==================== block 1
block_1/metal_stack.png
Scale: 4 px per µm. Only two layers are drawn.
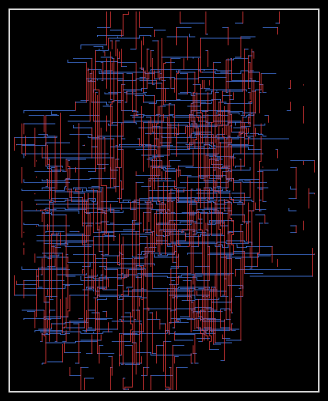

File: config.mk
export PLATFORM = sky130hd
export DESIGN_NAME = fg_prog_sequencer
export DESIGN_NICKNAME = d
export VERILOG_FILES = /design/src/rtl/fg_prog_sequencer.sv
export SDC_FILE = /design/constraint.sdc
export NUM_CORES = 1
export LEC_CHECK = 0
export CELL_PAD_IN_SITES_DETAIL_PLACEMENT = 1
export CELL_PAD_IN_SITES_GLOBAL_PLACEMENT = 1
export CORE_ASPECT_RATIO = 1.25
export CORE_MARGIN = 2
export CORE_UTILIZATION = 41
export DETAILED_ROUTE_END_ITERATION = 16
export MAX_ROUTING_LAYER = met4
export PLACE_DENSITY = 0.94
export SYNTH_ARGS = -nofsm -noshare
export SYNTH_HDL_FRONTEND = slang
export SYNTH_SLANG_ARGS = --single-unit
File: constraint.sdc
create_clock -name clk -period 4.1 [get_ports clk]
set_clock_uncertainty 0.05 [all_clocks]
set_input_delay 0.82 -clock clk [delete_from_list [all_inputs] [get_ports clk]]
set_output_delay 0.82 -clock clk [all_outputs]
set_load 0.005 [all_outputs]
File: src/rtl/fg_prog_sequencer.sv
// fg_prog_sequencer
//   Floating-gate programming initiator for one analog island. Accepts one
//   programming command (row/column, pulse count, optional measurement),
//   drives the vertical decoder, drain-select and indirect gate-select lines,
//   applies a counted train of injection pulses, optionally fires a
//   measurement strobe, and returns a status response.
//
// Ports
//   clk, rst        clock, synchronous active-high reset
//   cmd_valid/ready command handshake (ready only in IDLE)
//   cmd_row/col     target cell row and half (col 0 -> Vg_0/Vsel_0)
//   cmd_pulses      number of injection pulses (0 legal)
//   cmd_measure     issue meas_strobe after the pulse train
//   abort           terminate the active command
//   dec_en/dec_addr decoder enable and address {0, row, col}
//   drain_sel       one-hot drain select (ROWS wide)
//   gate_sel        one-hot indirect-switch gate select
//   inj_pulse       injection pulse enable
//   meas_strobe     one-cycle measurement trigger
//   rsp_*           response handshake and status fields
//   busy            command in progress
module fg_prog_sequencer #(
  parameter int unsigned ROWS       = 10,
  parameter int unsigned ROW_W      = 4,
  parameter int unsigned ADDR_BITS  = 6,
  parameter int unsigned SETTLE_CYC = 4,
  parameter int unsigned PULSE_CYC  = 8,
  parameter int unsigned GAP_CYC    = 2,
  parameter int unsigned CNT_W      = 8
) (
  input  logic                 clk,
  input  logic                 rst,
  input  logic                 cmd_valid,
  output logic                 cmd_ready,
  input  logic [ROW_W-1:0]     cmd_row,
  input  logic                 cmd_col,
  input  logic [CNT_W-1:0]     cmd_pulses,
  input  logic                 cmd_measure,
  input  logic                 abort,
  output logic                 dec_en,
  output logic [ADDR_BITS-1:0] dec_addr,
  output logic [ROWS-1:0]      drain_sel,
  output logic [1:0]           gate_sel,
  output logic                 inj_pulse,
  output logic                 meas_strobe,
  output logic                 rsp_valid,
  input  logic                 rsp_ready,
  output logic [CNT_W-1:0]     rsp_pulses,
  output logic                 rsp_aborted,
  output logic                 rsp_err,
  output logic                 busy
);

  localparam int unsigned TMR_MAX0 = (SETTLE_CYC > PULSE_CYC) ? SETTLE_CYC : PULSE_CYC;
  localparam int unsigned TMR_MAX  = (TMR_MAX0 > GAP_CYC) ? TMR_MAX0 : GAP_CYC;
  localparam int unsigned TMR_W    = (TMR_MAX > 1) ? $clog2(TMR_MAX) : 1;

  localparam logic [TMR_W-1:0] SETTLE_LD = TMR_W'(SETTLE_CYC - 1);
  localparam logic [TMR_W-1:0] PULSE_LD  = TMR_W'(PULSE_CYC - 1);
  localparam logic [TMR_W-1:0] GAP_LD    = TMR_W'(GAP_CYC - 1);
  localparam logic [ROW_W:0]   ROW_LIM   = (ROW_W + 1)'(ROWS);

  typedef enum logic [2:0] {
    S_IDLE,
    S_SETUP,
    S_PULSE,
    S_GAP,
    S_MEAS,
    S_RESP
  } state_e;

  state_e               state_q, state_d;
  logic [ROW_W-1:0]     row_q, row_d;
  logic                 col_q, col_d;
  logic [CNT_W-1:0]     pulses_q, pulses_d;
  logic                 measure_q, measure_d;
  logic [CNT_W-1:0]     done_q, done_d;
  logic [TMR_W-1:0]     tmr_q, tmr_d;
  logic                 aborted_q, aborted_d;
  logic                 err_q, err_d;

  logic                 cmd_ready_q, cmd_ready_d;
  logic                 busy_q, busy_d;
  logic                 dec_en_q, dec_en_d;
  logic [ADDR_BITS-1:0] dec_addr_q, dec_addr_d;
  logic [ROWS-1:0]      drain_sel_q, drain_sel_d;
  logic [1:0]           gate_sel_q, gate_sel_d;
  logic                 inj_pulse_q, inj_pulse_d;
  logic                 meas_strobe_q, meas_strobe_d;
  logic                 rsp_valid_q, rsp_valid_d;
  logic [CNT_W-1:0]     rsp_pulses_q, rsp_pulses_d;
  logic                 rsp_aborted_q, rsp_aborted_d;
  logic                 rsp_err_q, rsp_err_d;

  logic                 sel_on;
  logic                 in_resp;

  // Next-state logic. Outputs are decoded from the next state and registered,
  // so each output register holds the Moore decode of the state it travels with.
  always_comb begin
    state_d   = state_q;
    row_d     = row_q;
    col_d     = col_q;
    pulses_d  = pulses_q;
    measure_d = measure_q;
    done_d    = done_q;
    tmr_d     = tmr_q;
    aborted_d = aborted_q;
    err_d     = err_q;

    case (state_q)
      S_IDLE: begin
        if (cmd_valid) begin
          row_d     = cmd_row;
          col_d     = cmd_col;
          pulses_d  = cmd_pulses;
          measure_d = cmd_measure;
          done_d    = '0;
          aborted_d = 1'b0;
          if ({1'b0, cmd_row} >= ROW_LIM) begin
            err_d   = 1'b1;
            state_d = S_RESP;
          end else begin
            err_d   = 1'b0;
            tmr_d   = SETTLE_LD;
            state_d = S_SETUP;
          end
        end
      end

      S_SETUP: begin
        if (abort) begin
          aborted_d = 1'b1;
          state_d   = S_RESP;
        end else if (tmr_q == '0) begin
          if (pulses_q != '0) begin
            tmr_d   = PULSE_LD;
            state_d = S_PULSE;
          end else begin
            state_d = measure_q ? S_MEAS : S_RESP;
          end
        end else begin
          tmr_d = tmr_q - TMR_W'(1);
        end
      end

      S_PULSE: begin
        // An aborted pulse never reaches its exit, so it is not counted.
        if (abort) begin
          aborted_d = 1'b1;
          state_d   = S_RESP;
        end else if (tmr_q == '0) begin
          done_d  = done_q + CNT_W'(1);
          tmr_d   = GAP_LD;
          state_d = S_GAP;
        end else begin
          tmr_d = tmr_q - TMR_W'(1);
        end
      end

      S_GAP: begin
        if (abort) begin
          aborted_d = 1'b1;
          state_d   = S_RESP;
        end else if (tmr_q == '0) begin
          if (done_q < pulses_q) begin
            tmr_d   = PULSE_LD;
            state_d = S_PULSE;
          end else begin
            state_d = measure_q ? S_MEAS : S_RESP;
          end
        end else begin
          tmr_d = tmr_q - TMR_W'(1);
        end
      end

      S_MEAS: begin
        if (abort) begin
          aborted_d = 1'b1;
        end
        state_d = S_RESP;
      end

      S_RESP: begin
        if (rsp_ready) begin
          state_d = S_IDLE;
        end
      end

      default: state_d = S_IDLE;
    endcase

    sel_on  = (state_d == S_SETUP) || (state_d == S_PULSE) ||
              (state_d == S_GAP)   || (state_d == S_MEAS);
    in_resp = (state_d == S_RESP);

    cmd_ready_d   = (state_d == S_IDLE);
    busy_d        = (state_d != S_IDLE);
    dec_en_d      = sel_on;
    dec_addr_d    = sel_on ? ADDR_BITS'({row_d, col_d}) : '0;
    drain_sel_d   = '0;
    for (int unsigned i = 0; i < ROWS; i++) begin
      drain_sel_d[i] = sel_on && (row_d == ROW_W'(i));
    end
    gate_sel_d    = sel_on ? {col_d, ~col_d} : 2'b00;
    inj_pulse_d   = (state_d == S_PULSE);
    meas_strobe_d = (state_d == S_MEAS);
    rsp_valid_d   = in_resp;
    rsp_pulses_d  = in_resp ? done_d : '0;
    rsp_aborted_d = in_resp && aborted_d;
    rsp_err_d     = in_resp && err_d;
  end

  always_ff @(posedge clk) begin
    if (rst) begin
      state_q       <= S_IDLE;
      row_q         <= '0;
      col_q         <= 1'b0;
      pulses_q      <= '0;
      measure_q     <= 1'b0;
      done_q        <= '0;
      tmr_q         <= '0;
      aborted_q     <= 1'b0;
      err_q         <= 1'b0;
      cmd_ready_q   <= 1'b1;
      busy_q        <= 1'b0;
      dec_en_q      <= 1'b0;
      dec_addr_q    <= '0;
      drain_sel_q   <= '0;
      gate_sel_q    <= '0;
      inj_pulse_q   <= 1'b0;
      meas_strobe_q <= 1'b0;
      rsp_valid_q   <= 1'b0;
      rsp_pulses_q  <= '0;
      rsp_aborted_q <= 1'b0;
      rsp_err_q     <= 1'b0;
    end else begin
      state_q       <= state_d;
      row_q         <= row_d;
      col_q         <= col_d;
      pulses_q      <= pulses_d;
      measure_q     <= measure_d;
      done_q        <= done_d;
      tmr_q         <= tmr_d;
      aborted_q     <= aborted_d;
      err_q         <= err_d;
      cmd_ready_q   <= cmd_ready_d;
      busy_q        <= busy_d;
      dec_en_q      <= dec_en_d;
      dec_addr_q    <= dec_addr_d;
      drain_sel_q   <= drain_sel_d;
      gate_sel_q    <= gate_sel_d;
      inj_pulse_q   <= inj_pulse_d;
      meas_strobe_q <= meas_strobe_d;
      rsp_valid_q   <= rsp_valid_d;
      rsp_pulses_q  <= rsp_pulses_d;
      rsp_aborted_q <= rsp_aborted_d;
      rsp_err_q     <= rsp_err_d;
    end
  end

  assign cmd_ready   = cmd_ready_q;
  assign busy        = busy_q;
  assign dec_en      = dec_en_q;
  assign dec_addr    = dec_addr_q;
  assign drain_sel   = drain_sel_q;
  assign gate_sel    = gate_sel_q;
  assign inj_pulse   = inj_pulse_q;
  assign meas_strobe = meas_strobe_q;
  assign rsp_valid   = rsp_valid_q;
  assign rsp_pulses  = rsp_pulses_q;
  assign rsp_aborted = rsp_aborted_q;
  assign rsp_err     = rsp_err_q;

endmodule
==================== block 2
===== src/rtl/pipe_stage.sv =====
// Elastic valid/ready pipeline register carrying a payload word and its next-PC,
// with flush and saturating bubble/stall counters. Define PIPE_STAGE_SKID_EN for the two-entry skid build.
module pipe_stage #(
    parameter int DATA_W = 64,
    parameter int PC_W   = 32,
    parameter int CNT_W  = 16
) (
    input  logic              clk,
    input  logic              rst,
    input  logic              flush,
    input  logic              in_valid,
    output logic              in_ready,
    input  logic [DATA_W-1:0] in_data,
    input  logic [PC_W-1:0]   in_pc,
    output logic              out_valid,
    input  logic              out_ready,
    output logic [DATA_W-1:0] out_data,
    output logic [PC_W-1:0]   out_pc,
    input  logic              cnt_clr,
    output logic [CNT_W-1:0]  bubble_cnt,
    output logic [CNT_W-1:0]  stall_cnt
);

`ifdef PIPE_STAGE_SKID_EN
    typedef enum logic [1:0] {
        EMPTY = 2'd0,
        ONE   = 2'd1,
        TWO   = 2'd2
    } state_t;
`else
    typedef enum logic [1:0] {
        EMPTY = 2'd0,
        ONE   = 2'd1
    } state_t;
`endif

    localparam logic [CNT_W-1:0] CNT_MAX = '1;

    state_t            state;
    state_t            state_nxt;
    logic              in_beat;
    logic              load_main_in;
    logic [DATA_W-1:0] main_data;
    logic [PC_W-1:0]   main_pc;

`ifdef PIPE_STAGE_SKID_EN
    logic              load_main_skid;
    logic              load_skid;
    logic [DATA_W-1:0] skid_data;
    logic [PC_W-1:0]   skid_pc;

    // The skid entry is full only in TWO, so in_ready is a pure state decode.
    assign in_ready = (state != TWO);
`else
    assign in_ready = (state == EMPTY) | out_ready;
`endif

    assign in_beat   = in_valid & in_ready;
    assign out_valid = (state != EMPTY);
    assign out_data  = main_data;
    assign out_pc    = main_pc;

    always_ff @(posedge clk or posedge rst) begin
        // NOTE: non-blocking assignments in clocked blocks so every register samples pre-edge values.
        if (rst) state <= EMPTY;
        else     state <= state_nxt;
    end

    always_comb begin
        // NOTE: every output of this block is defaulted first so no path can infer a latch.
        state_nxt    = state;
        load_main_in = 1'b0;
`ifdef PIPE_STAGE_SKID_EN
        load_main_skid = 1'b0;
        load_skid      = 1'b0;
`endif
        unique case (state)
            EMPTY: begin
                if (in_beat) begin
                    state_nxt    = ONE;
                    load_main_in = 1'b1;
                end
            end
            ONE: begin
                if (in_beat && out_ready) begin
                    load_main_in = 1'b1;
`ifdef PIPE_STAGE_SKID_EN
                end else if (in_beat) begin
                    state_nxt = TWO;
                    load_skid = 1'b1;
`endif
                end else if (out_ready) begin
                    state_nxt = EMPTY;
                end
            end
`ifdef PIPE_STAGE_SKID_EN
            TWO: begin
                if (out_ready) begin
                    state_nxt      = ONE;
                    load_main_skid = 1'b1;
                end
            end
`endif
            default: state_nxt = EMPTY;
        endcase

        // Flush squashes valid state only; an output beat this cycle has already completed.
        if (flush) begin
            state_nxt    = EMPTY;
            load_main_in = 1'b0;
`ifdef PIPE_STAGE_SKID_EN
            load_main_skid = 1'b0;
            load_skid      = 1'b0;
`endif
        end
    end

    always_ff @(posedge clk or posedge rst) begin
        if (rst) begin
            main_data <= '0;
            main_pc   <= '0;
        end else if (load_main_in) begin
            main_data <= in_data;
            main_pc   <= in_pc;
`ifdef PIPE_STAGE_SKID_EN
        end else if (load_main_skid) begin
            main_data <= skid_data;
            main_pc   <= skid_pc;
`endif
        end
    end

`ifdef PIPE_STAGE_SKID_EN
    always_ff @(posedge clk or posedge rst) begin
        if (rst) begin
            skid_data <= '0;
            skid_pc   <= '0;
        end else if (load_skid) begin
            skid_data <= in_data;
            skid_pc   <= in_pc;
        end
    end
`endif

    always_ff @(posedge clk or posedge rst) begin
        if (rst)                                     bubble_cnt <= '0;
        else if (cnt_clr)                            bubble_cnt <= '0;
        else if (!out_valid && bubble_cnt != CNT_MAX) bubble_cnt <= bubble_cnt + 1'b1;
    end

    always_ff @(posedge clk or posedge rst) begin
        if (rst)                                                stall_cnt <= '0;
        else if (cnt_clr)                                       stall_cnt <= '0;
        else if (out_valid && !out_ready && stall_cnt != CNT_MAX) stall_cnt <= stall_cnt + 1'b1;
    end

endmodule


===== config.mk =====
export PLATFORM = sky130hd
export DESIGN_NAME = pipe_stage
export DESIGN_NICKNAME = d
export VERILOG_FILES = /design/src/rtl/pipe_stage.sv
export SDC_FILE = /design/constraint.sdc
export NUM_CORES = 1
export LEC_CHECK = 0
export CORE_ASPECT_RATIO = 1.5
export CORE_MARGIN = 2
export CORE_UTILIZATION = 35
export CTS_CLUSTER_SIZE = 12
export DETAILED_ROUTE_END_ITERATION = 10
export PLACE_DENSITY = 0.67
export SKIP_LAST_GASP = 1
export SLEW_MARGIN = 20
export SYNTH_ARGS = -nofsm -noshare
export SYNTH_HDL_FRONTEND = slang
export SYNTH_SLANG_ARGS = --single-unit

===== constraint.sdc =====
create_clock -name clk -period 8.54 [get_ports clk]
set_input_delay 2.562 -clock clk [delete_from_list [all_inputs] [get_ports clk]]
set_output_delay 2.562 -clock clk [all_outputs]
set_load 0.01 [all_outputs]

==================== block 3
[src/rtl/div_ctrl.sv]
// Sequencing controller between the EX stage and the iterative 32-bit divider.
// Latches operands, drives start/cancel, stalls EX and returns a one-cycle HI/LO write.
module div_ctrl #(
    parameter int unsigned TIMEOUT = 40
) (
    input  logic        clk,
    input  logic        rst,
    input  logic        div_req,
    input  logic        div_signed_i,
    input  logic [31:0] op1_i,
    input  logic [31:0] op2_i,
    input  logic        flush,
    output logic        div_start,
    output logic        div_cancel,
    output logic        div_signed,
    output logic [31:0] div_op1,
    output logic [31:0] div_op2,
    input  logic        div_done,
    input  logic [63:0] div_result,
    output logic        stallreq,
    output logic        hilo_we,
    output logic [31:0] hi_o,
    output logic [31:0] lo_o,
    output logic        dbz,
    output logic        timeout_err
);

    localparam logic [1:0] StIdle   = 2'd0;
    localparam logic [1:0] StBusy   = 2'd1;
    localparam logic [1:0] StResult = 2'd2;
    localparam logic [1:0] StDrain  = 2'd3;

    localparam int unsigned WdW = (TIMEOUT > 2) ? $clog2(TIMEOUT) : 1;
    localparam logic [WdW-1:0] WdLast = WdW'(TIMEOUT - 1);

    logic [1:0]     state_q, state_d;
    logic [WdW-1:0] wd_q, wd_d;
    logic           drain_q, drain_d;
    logic [31:0]    op1_q, op1_d;
    logic [31:0]    op2_q, op2_d;
    logic           signed_q, signed_d;
    logic           dbz_q, dbz_d;
    logic [31:0]    hi_q, hi_d;
    logic [31:0]    lo_q, lo_d;
    logic           cancel_q, cancel_d;
    logic           tmo_q, tmo_d;

    always_comb begin
        state_d  = state_q;
        wd_d     = wd_q;
        drain_d  = drain_q;
        op1_d    = op1_q;
        op2_d    = op2_q;
        signed_d = signed_q;
        dbz_d    = dbz_q;
        hi_d     = hi_q;
        lo_d     = lo_q;
        cancel_d = 1'b0;
        tmo_d    = 1'b0;
        unique case (state_q)
            StIdle: begin
                if (div_req && !flush) begin
                    op1_d    = op1_i;
                    op2_d    = op2_i;
                    signed_d = div_signed_i;
                    dbz_d    = (op2_i == 32'd0);
                    wd_d     = '0;
                    state_d  = StBusy;
                end
            end
            StBusy: begin
                if (flush) begin
                    cancel_d = 1'b1;
                    drain_d  = 1'b0;
                    state_d  = StDrain;
                end else if (div_done) begin
                    hi_d    = div_result[63:32];
                    lo_d    = div_result[31:0];
                    state_d = StResult;
                end else if (wd_q == WdLast) begin
                    tmo_d    = 1'b1;
                    cancel_d = 1'b1;
                    drain_d  = 1'b0;
                    state_d  = StDrain;
                end else begin
                    wd_d = wd_q + 1'b1;
                end
            end
            StResult: begin
                drain_d = 1'b0;
                state_d = StDrain;
            end
            StDrain: begin
                // Two cycles with start low let the divider fall back to its idle state.
                if (drain_q) begin
                    state_d = StIdle;
                end else begin
                    drain_d = 1'b1;
                end
            end
            default: state_d = StIdle;
        endcase
    end

    always_ff @(posedge clk or posedge rst) begin
        if (rst) begin
            state_q  <= StIdle;
            wd_q     <= '0;
            drain_q  <= 1'b0;
            op1_q    <= '0;
            op2_q    <= '0;
            signed_q <= 1'b0;
            dbz_q    <= 1'b0;
            hi_q     <= '0;
            lo_q     <= '0;
            cancel_q <= 1'b0;
            tmo_q    <= 1'b0;
        end else begin
            state_q  <= state_d;
            wd_q     <= wd_d;
            drain_q  <= drain_d;
            op1_q    <= op1_d;
            op2_q    <= op2_d;
            signed_q <= signed_d;
            dbz_q    <= dbz_d;
            hi_q     <= hi_d;
            lo_q     <= lo_d;
            cancel_q <= cancel_d;
            tmo_q    <= tmo_d;
        end
    end

    assign div_start   = (state_q == StBusy);
    assign div_cancel  = cancel_q;
    assign div_signed  = signed_q;
    assign div_op1     = op1_q;
    assign div_op2     = op2_q;
    assign hilo_we     = (state_q == StResult) && !flush;
    assign hi_o        = hi_q;
    assign lo_o        = lo_q;
    assign dbz         = dbz_q;
    assign timeout_err = tmo_q;
    assign stallreq    = ((state_q == StIdle) && div_req && !flush) || (state_q == StBusy) ||
                         ((state_q == StDrain) && div_req);

endmodule

[config.mk]
export PLATFORM = sky130hd
export DESIGN_NAME = div_ctrl
export DESIGN_NICKNAME = d
export VERILOG_FILES = /design/src/rtl/div_ctrl.sv
export SDC_FILE = /design/constraint.sdc
export NUM_CORES = 1
export LEC_CHECK = 0
export ABC_AREA = 1
export CORE_MARGIN = 2
export CORE_UTILIZATION = 30
export DETAILED_ROUTE_END_ITERATION = 10
export HOLD_SLACK_MARGIN = 0.02
export SYNTH_ARGS = -nofsm -noshare
export SYNTH_HDL_FRONTEND = slang
export SYNTH_SLANG_ARGS = --single-unit
export TNS_END_PERCENT = 30
[constraint.sdc]
create_clock -name clk -period 8.86 [get_ports clk]
set_input_delay 1.772 -clock clk [delete_from_list [all_inputs] [get_ports clk]]
set_output_delay 1.772 -clock clk [all_outputs]
set_load 0.03 [all_outputs]
block_2/met3.png
Scale: 2 px per µm.
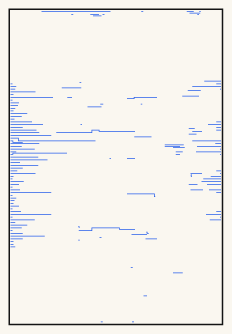
longest straight run: 38.4 µm
main direction: horizontal
nets with wire on the layer: 113
share of all routed wire: 5.7%

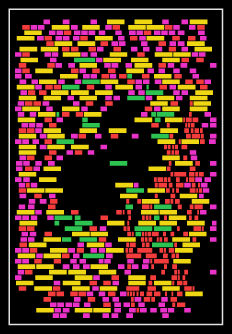
block_2/cell_classes.png
Scale: 2 px per µm.
| colour | class | cells |
|---|---|---|
| magenta | other buffers and delay cells | 235 |
| green | clock drivers and dummy loads | 32 |
| red | all other logic | 255 |
| yellow | flip-flops | 129 |
sequential share of cell area: 37.6%
core utilization of the finished layout: 56.7%
number of placement rows: 55
core area: 0.0151 mm²
final non-filler cell area: 0.00858 mm²

==> run notes, block 2 <==
Notes on the physical design

At the later pin of the worst-skew pair, clock insertion delay measures 0.40 ns. The run finished with clean final reports. Of the total standard cell area in the layout, the multi-input combinational portion is about a quarter. The tally of clock buffers in the finished layout is 19. The sequential cell count is 129.

Per the CTS log, the maximum H-tree level is 4. The synthesis log from Yosys contains 0 warnings. The initial DRC count is 139.

met3 track demand over resource after global routing is roughly 5.4%. Derived from the worst setup path, the maximum achievable clock frequency is ~150 MHz. After clock tree synthesis, the flow added hold-fix buffers numbering 0. The wire length recorded after detailed routing is between 15000 and 20000 µm. The highest net fanout along the worst path is 4. The number of synthesized register bits is approximately 130. The clock edge transition at the registers on the reported setup and hold paths is approximately 0.060 ns. The top cell type's share of synthesized area is around three fifths. Setup repair after global routing left no endpoint under its margin. The cell count listed in synth_stat.txt is 401. In the finished design, the share of the clock period the worst path needs comes to 76.0%.

By count the netlist is led by dfrtp_1, mux2_2, mux2_1. The most numerous cell type found on the critical path is clkdlybuf4s50_1. The flow inserted 199 tap cells. Per the post-synthesis stats, the area per cell is approximately 14 µm². The cell area that synthesis handed to floorplanning was 0.00546 mm². Counting flops with an async set or reset pin after synthesis yields a share of 100%.

Per the timing report, the most critical flop-to-flop path finishes at out_data[42]$_DFFE_PP0P_. The worst path in the final design needs a cycle of ~6.5 ns, including I/O delays and setup. The power attributed to combinational cells is ~370 µW. The hold-critical path endpoint is out_pc[26]$_DFFE_PP0P_.

For reference, XOR and XNOR gates occupy 0.482% of the area reported after synthesis. The number of antenna diodes is 0. In this run the layout overhead on the synthesized area is reported as 57.2%. The main area contributors are dfrtp_1, mux2_2, mux2_1.

The highest layer used for signal routing is met4. The timing report shows that the slowest cell on the worst path is clkdlybuf4s50_1. Per the breakdown, switching nets consume about a quarter of all power. The met3 routed wirelength is approximately 870 µm. Tracing the worst setup path back leads to its startpoint at out_ready. Among all flip-flop cells after synthesis, the most frequent one is dfrtp_1. Summed over all failing endpoints, the final setup total negative slack is 0 ns. The largest cell class by area is flip-flops and latches.

The standby leakage power is between 0.003 and 0.004 µW. The inverter tally of the final layout excluding the clock network is 4. The met1 track demand over resource in global routing is between 10% and 20%. All stages included, the depth of the critical timing path comes to 4.
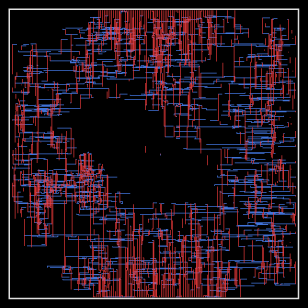
block_3/metal_stack.png
Scale: 2 px per µm. Only two layers are drawn.
| colour | layer | wire length |
|---|---|---|
| blue | met1 | 6360 µm |
| red | met2 | 7570 µm |
overall track demand over capacity in global routing: 14.8%
vias post-DR: 4335
post-detailed-route wirelength per cell: 15.5 µm
Final Routed Wirelength: 15500 µm

==> run notes, block 3 <==
Notes on the physical design

The final estimated routing congestion in global placement is roughly 0.8. The synthesized netlist devotes under 10% of its cell area to simple gates. The synthesis run shows the most used standard cells to be dfrtp_1, nand2_1, mux2_2. The last element of the critical path is stallreq. The global-route track usage on met2 is between 20% and 30%. During I/O placement, the number of pins put on the boundary was approximately 270.

The worst hold path was traced through 2 stages. In the final routing, the length of wire on met1 measures ~6400 µm. Post-synth the commonest register cell is dfrtp_1. In this build the clock could be raised as far as about 170 MHz. In the final run the clock tree shows a worst skew of roughly 0.008 ns. Per the final timing report, the hold violations number 0. The overall chip area is roughly 0.021 mm².

The total instance count after detailed placement is slightly below 1000. According to the report, the first pass of detailed routing completed in 5 iterations. The worst setup path is captured at an output pin. The destination of the worst register-to-register timing path is lo_o[10]$_DFFE_PP0P_. The die is around 140 µm tall. The number of different library cells used by synthesis comes to 20.

Logged for this run, the post-placement worst setup slack is ~3.0 ns. Traced cell by cell, the critical path runs through clkdlybuf4s50_1 -> inv_1 -> nand3_4 -> buf_4 -> nand2_1 -> clkdlybuf4s50_1. The portion of total power attributed to combinational logic is about 50%.

The residual overflow from global routing is 0. After the last flow step, the layout net total stands at between 800 and 900. The initial DRC count is about 170. The share of async-settable or async-resettable flops after synthesis is 100%.

The critical path starts at flush. The flow inserted about 270 tap cells. The worst setup path is of the in2out kind. The worst hold path startpoint is div_op2[7]$_DFFE_PP0P_. The critical path's top delay family is buffers and inverters. Sequential cells were found to cover between 60% and 70% of the synthesized design area.

The flow ran to the end, and the final reports show no timing, DRC or antenna violations. The main area contributors are dfrtp_1, mux2_4, mux2_2. Entering global routing, the biggest net connects between 90 and 100 pins. Counting every net in the synthesized netlist gives a little under 600. The design has approximately 140 sequential cells. The arrival time reported for the critical path endpoint is between 4 and 5 ns.

The deepest clock path buffer count is 2. The setup-violating endpoint count in the final report is 0. The maximum level of the CTS H-tree is 4.
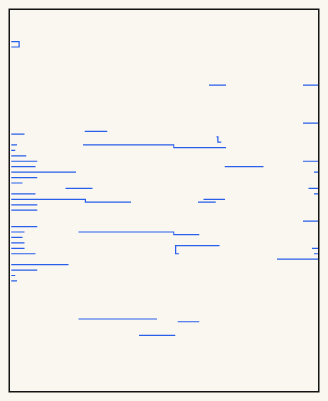
block_1/met3.png
Scale: 4 px per µm.
share of all routed wire: 4.7%
main direction: horizontal
wire length on this layer: 323 µm
nets with wire on the layer: 41
longest straight run: 23.7 µm
vias post-DR: 2355
Final Routed Wirelength: 6840 µm
met3 usage: 5.11%

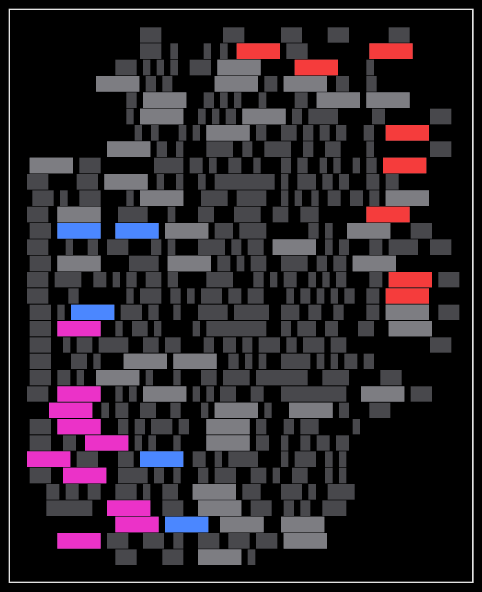
block_1/registers.png
Scale: 6 px per µm.
| colour | signal | placed flops |
|---|---|---|
| magenta | `drain_sel` | 10 |
| red | `rsp_pulses` | 8 |
| blue | `dec_addr` | 5 |

About block_1/metal_stack.png:
| colour | layer | wire length |
|---|---|---|
| red | met2 | 3500 µm |
| blue | met1 | 2920 µm |
overall track demand over capacity in global routing: 20.4%
post-detailed-route wirelength per cell: 15.4 µm

==> run notes, block 1 <==
Notes on the physical design

The run finished with clean final reports. The residual overflow from global routing is 0. Per the cell usage report, the commonest logic cells after layout are dfxtp_1, clkdlybuf4s50_1, nand2_1. The max-slew headroom at the worst pin is roughly a third. In this run, distinct cell masters in the synthesized netlist total 56.

The final design instance area without fill is around 0.0034 mm². The internal power is 1370 µW. Setup repair after global routing left no endpoint under its margin. In this run the power density over the cells is between 600 and 700 mW/mm². The multi-input combinational cell count is 210. The region available for standard cell placement spans approximately 0.0065 mm². For reference, the final report shows the hold violation count at 0. The kind of launch point of the worst setup path is an input pin. The worst register-to-register path depth is 8.

The fill cell instance count of the final layout is ~790. The total cell area reported by yosys after synthesis is 0.00273 mm². The sequential share of cell area is a little over a third. The number of standard-cell rows in the floorplan is 33.

The cell-mix breakdown from Yosys lists the adder-cell area share as ~4.6%. Entering global routing, the biggest net connects 28 pins. The worst hold slack is about 0.42 ns. Of the total standard cell area in the layout, the multi-input combinational portion is 38.6%. The portion of total power attributed to combinational logic is between 30% and 40%. The last element of the critical path is dec_addr[4]$_SDFF_PP0_. The hold-fix buffer count after cts is 0. Hold analysis shows the worst path with a depth of 2. The pre-antenna-repair detailed-routing pass consisted of 4 iterations. The final total power is between 2000 and 2500 µW.


==> screenshots <==
Placed standard cells.
image #1
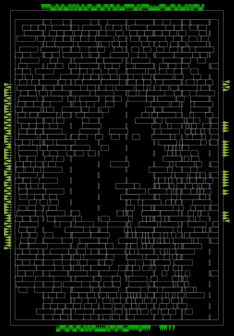
image #2
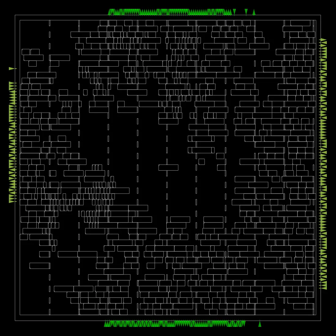
image #3
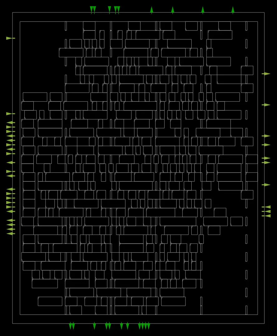
Image #2 is block 3.
Image #3 is block 1.
Image #1 is block 2.
The one with the most cells is image #2.
The one with the fewest sequential cells is image #3.

Power is estimated from default activity; no workload was simulated.
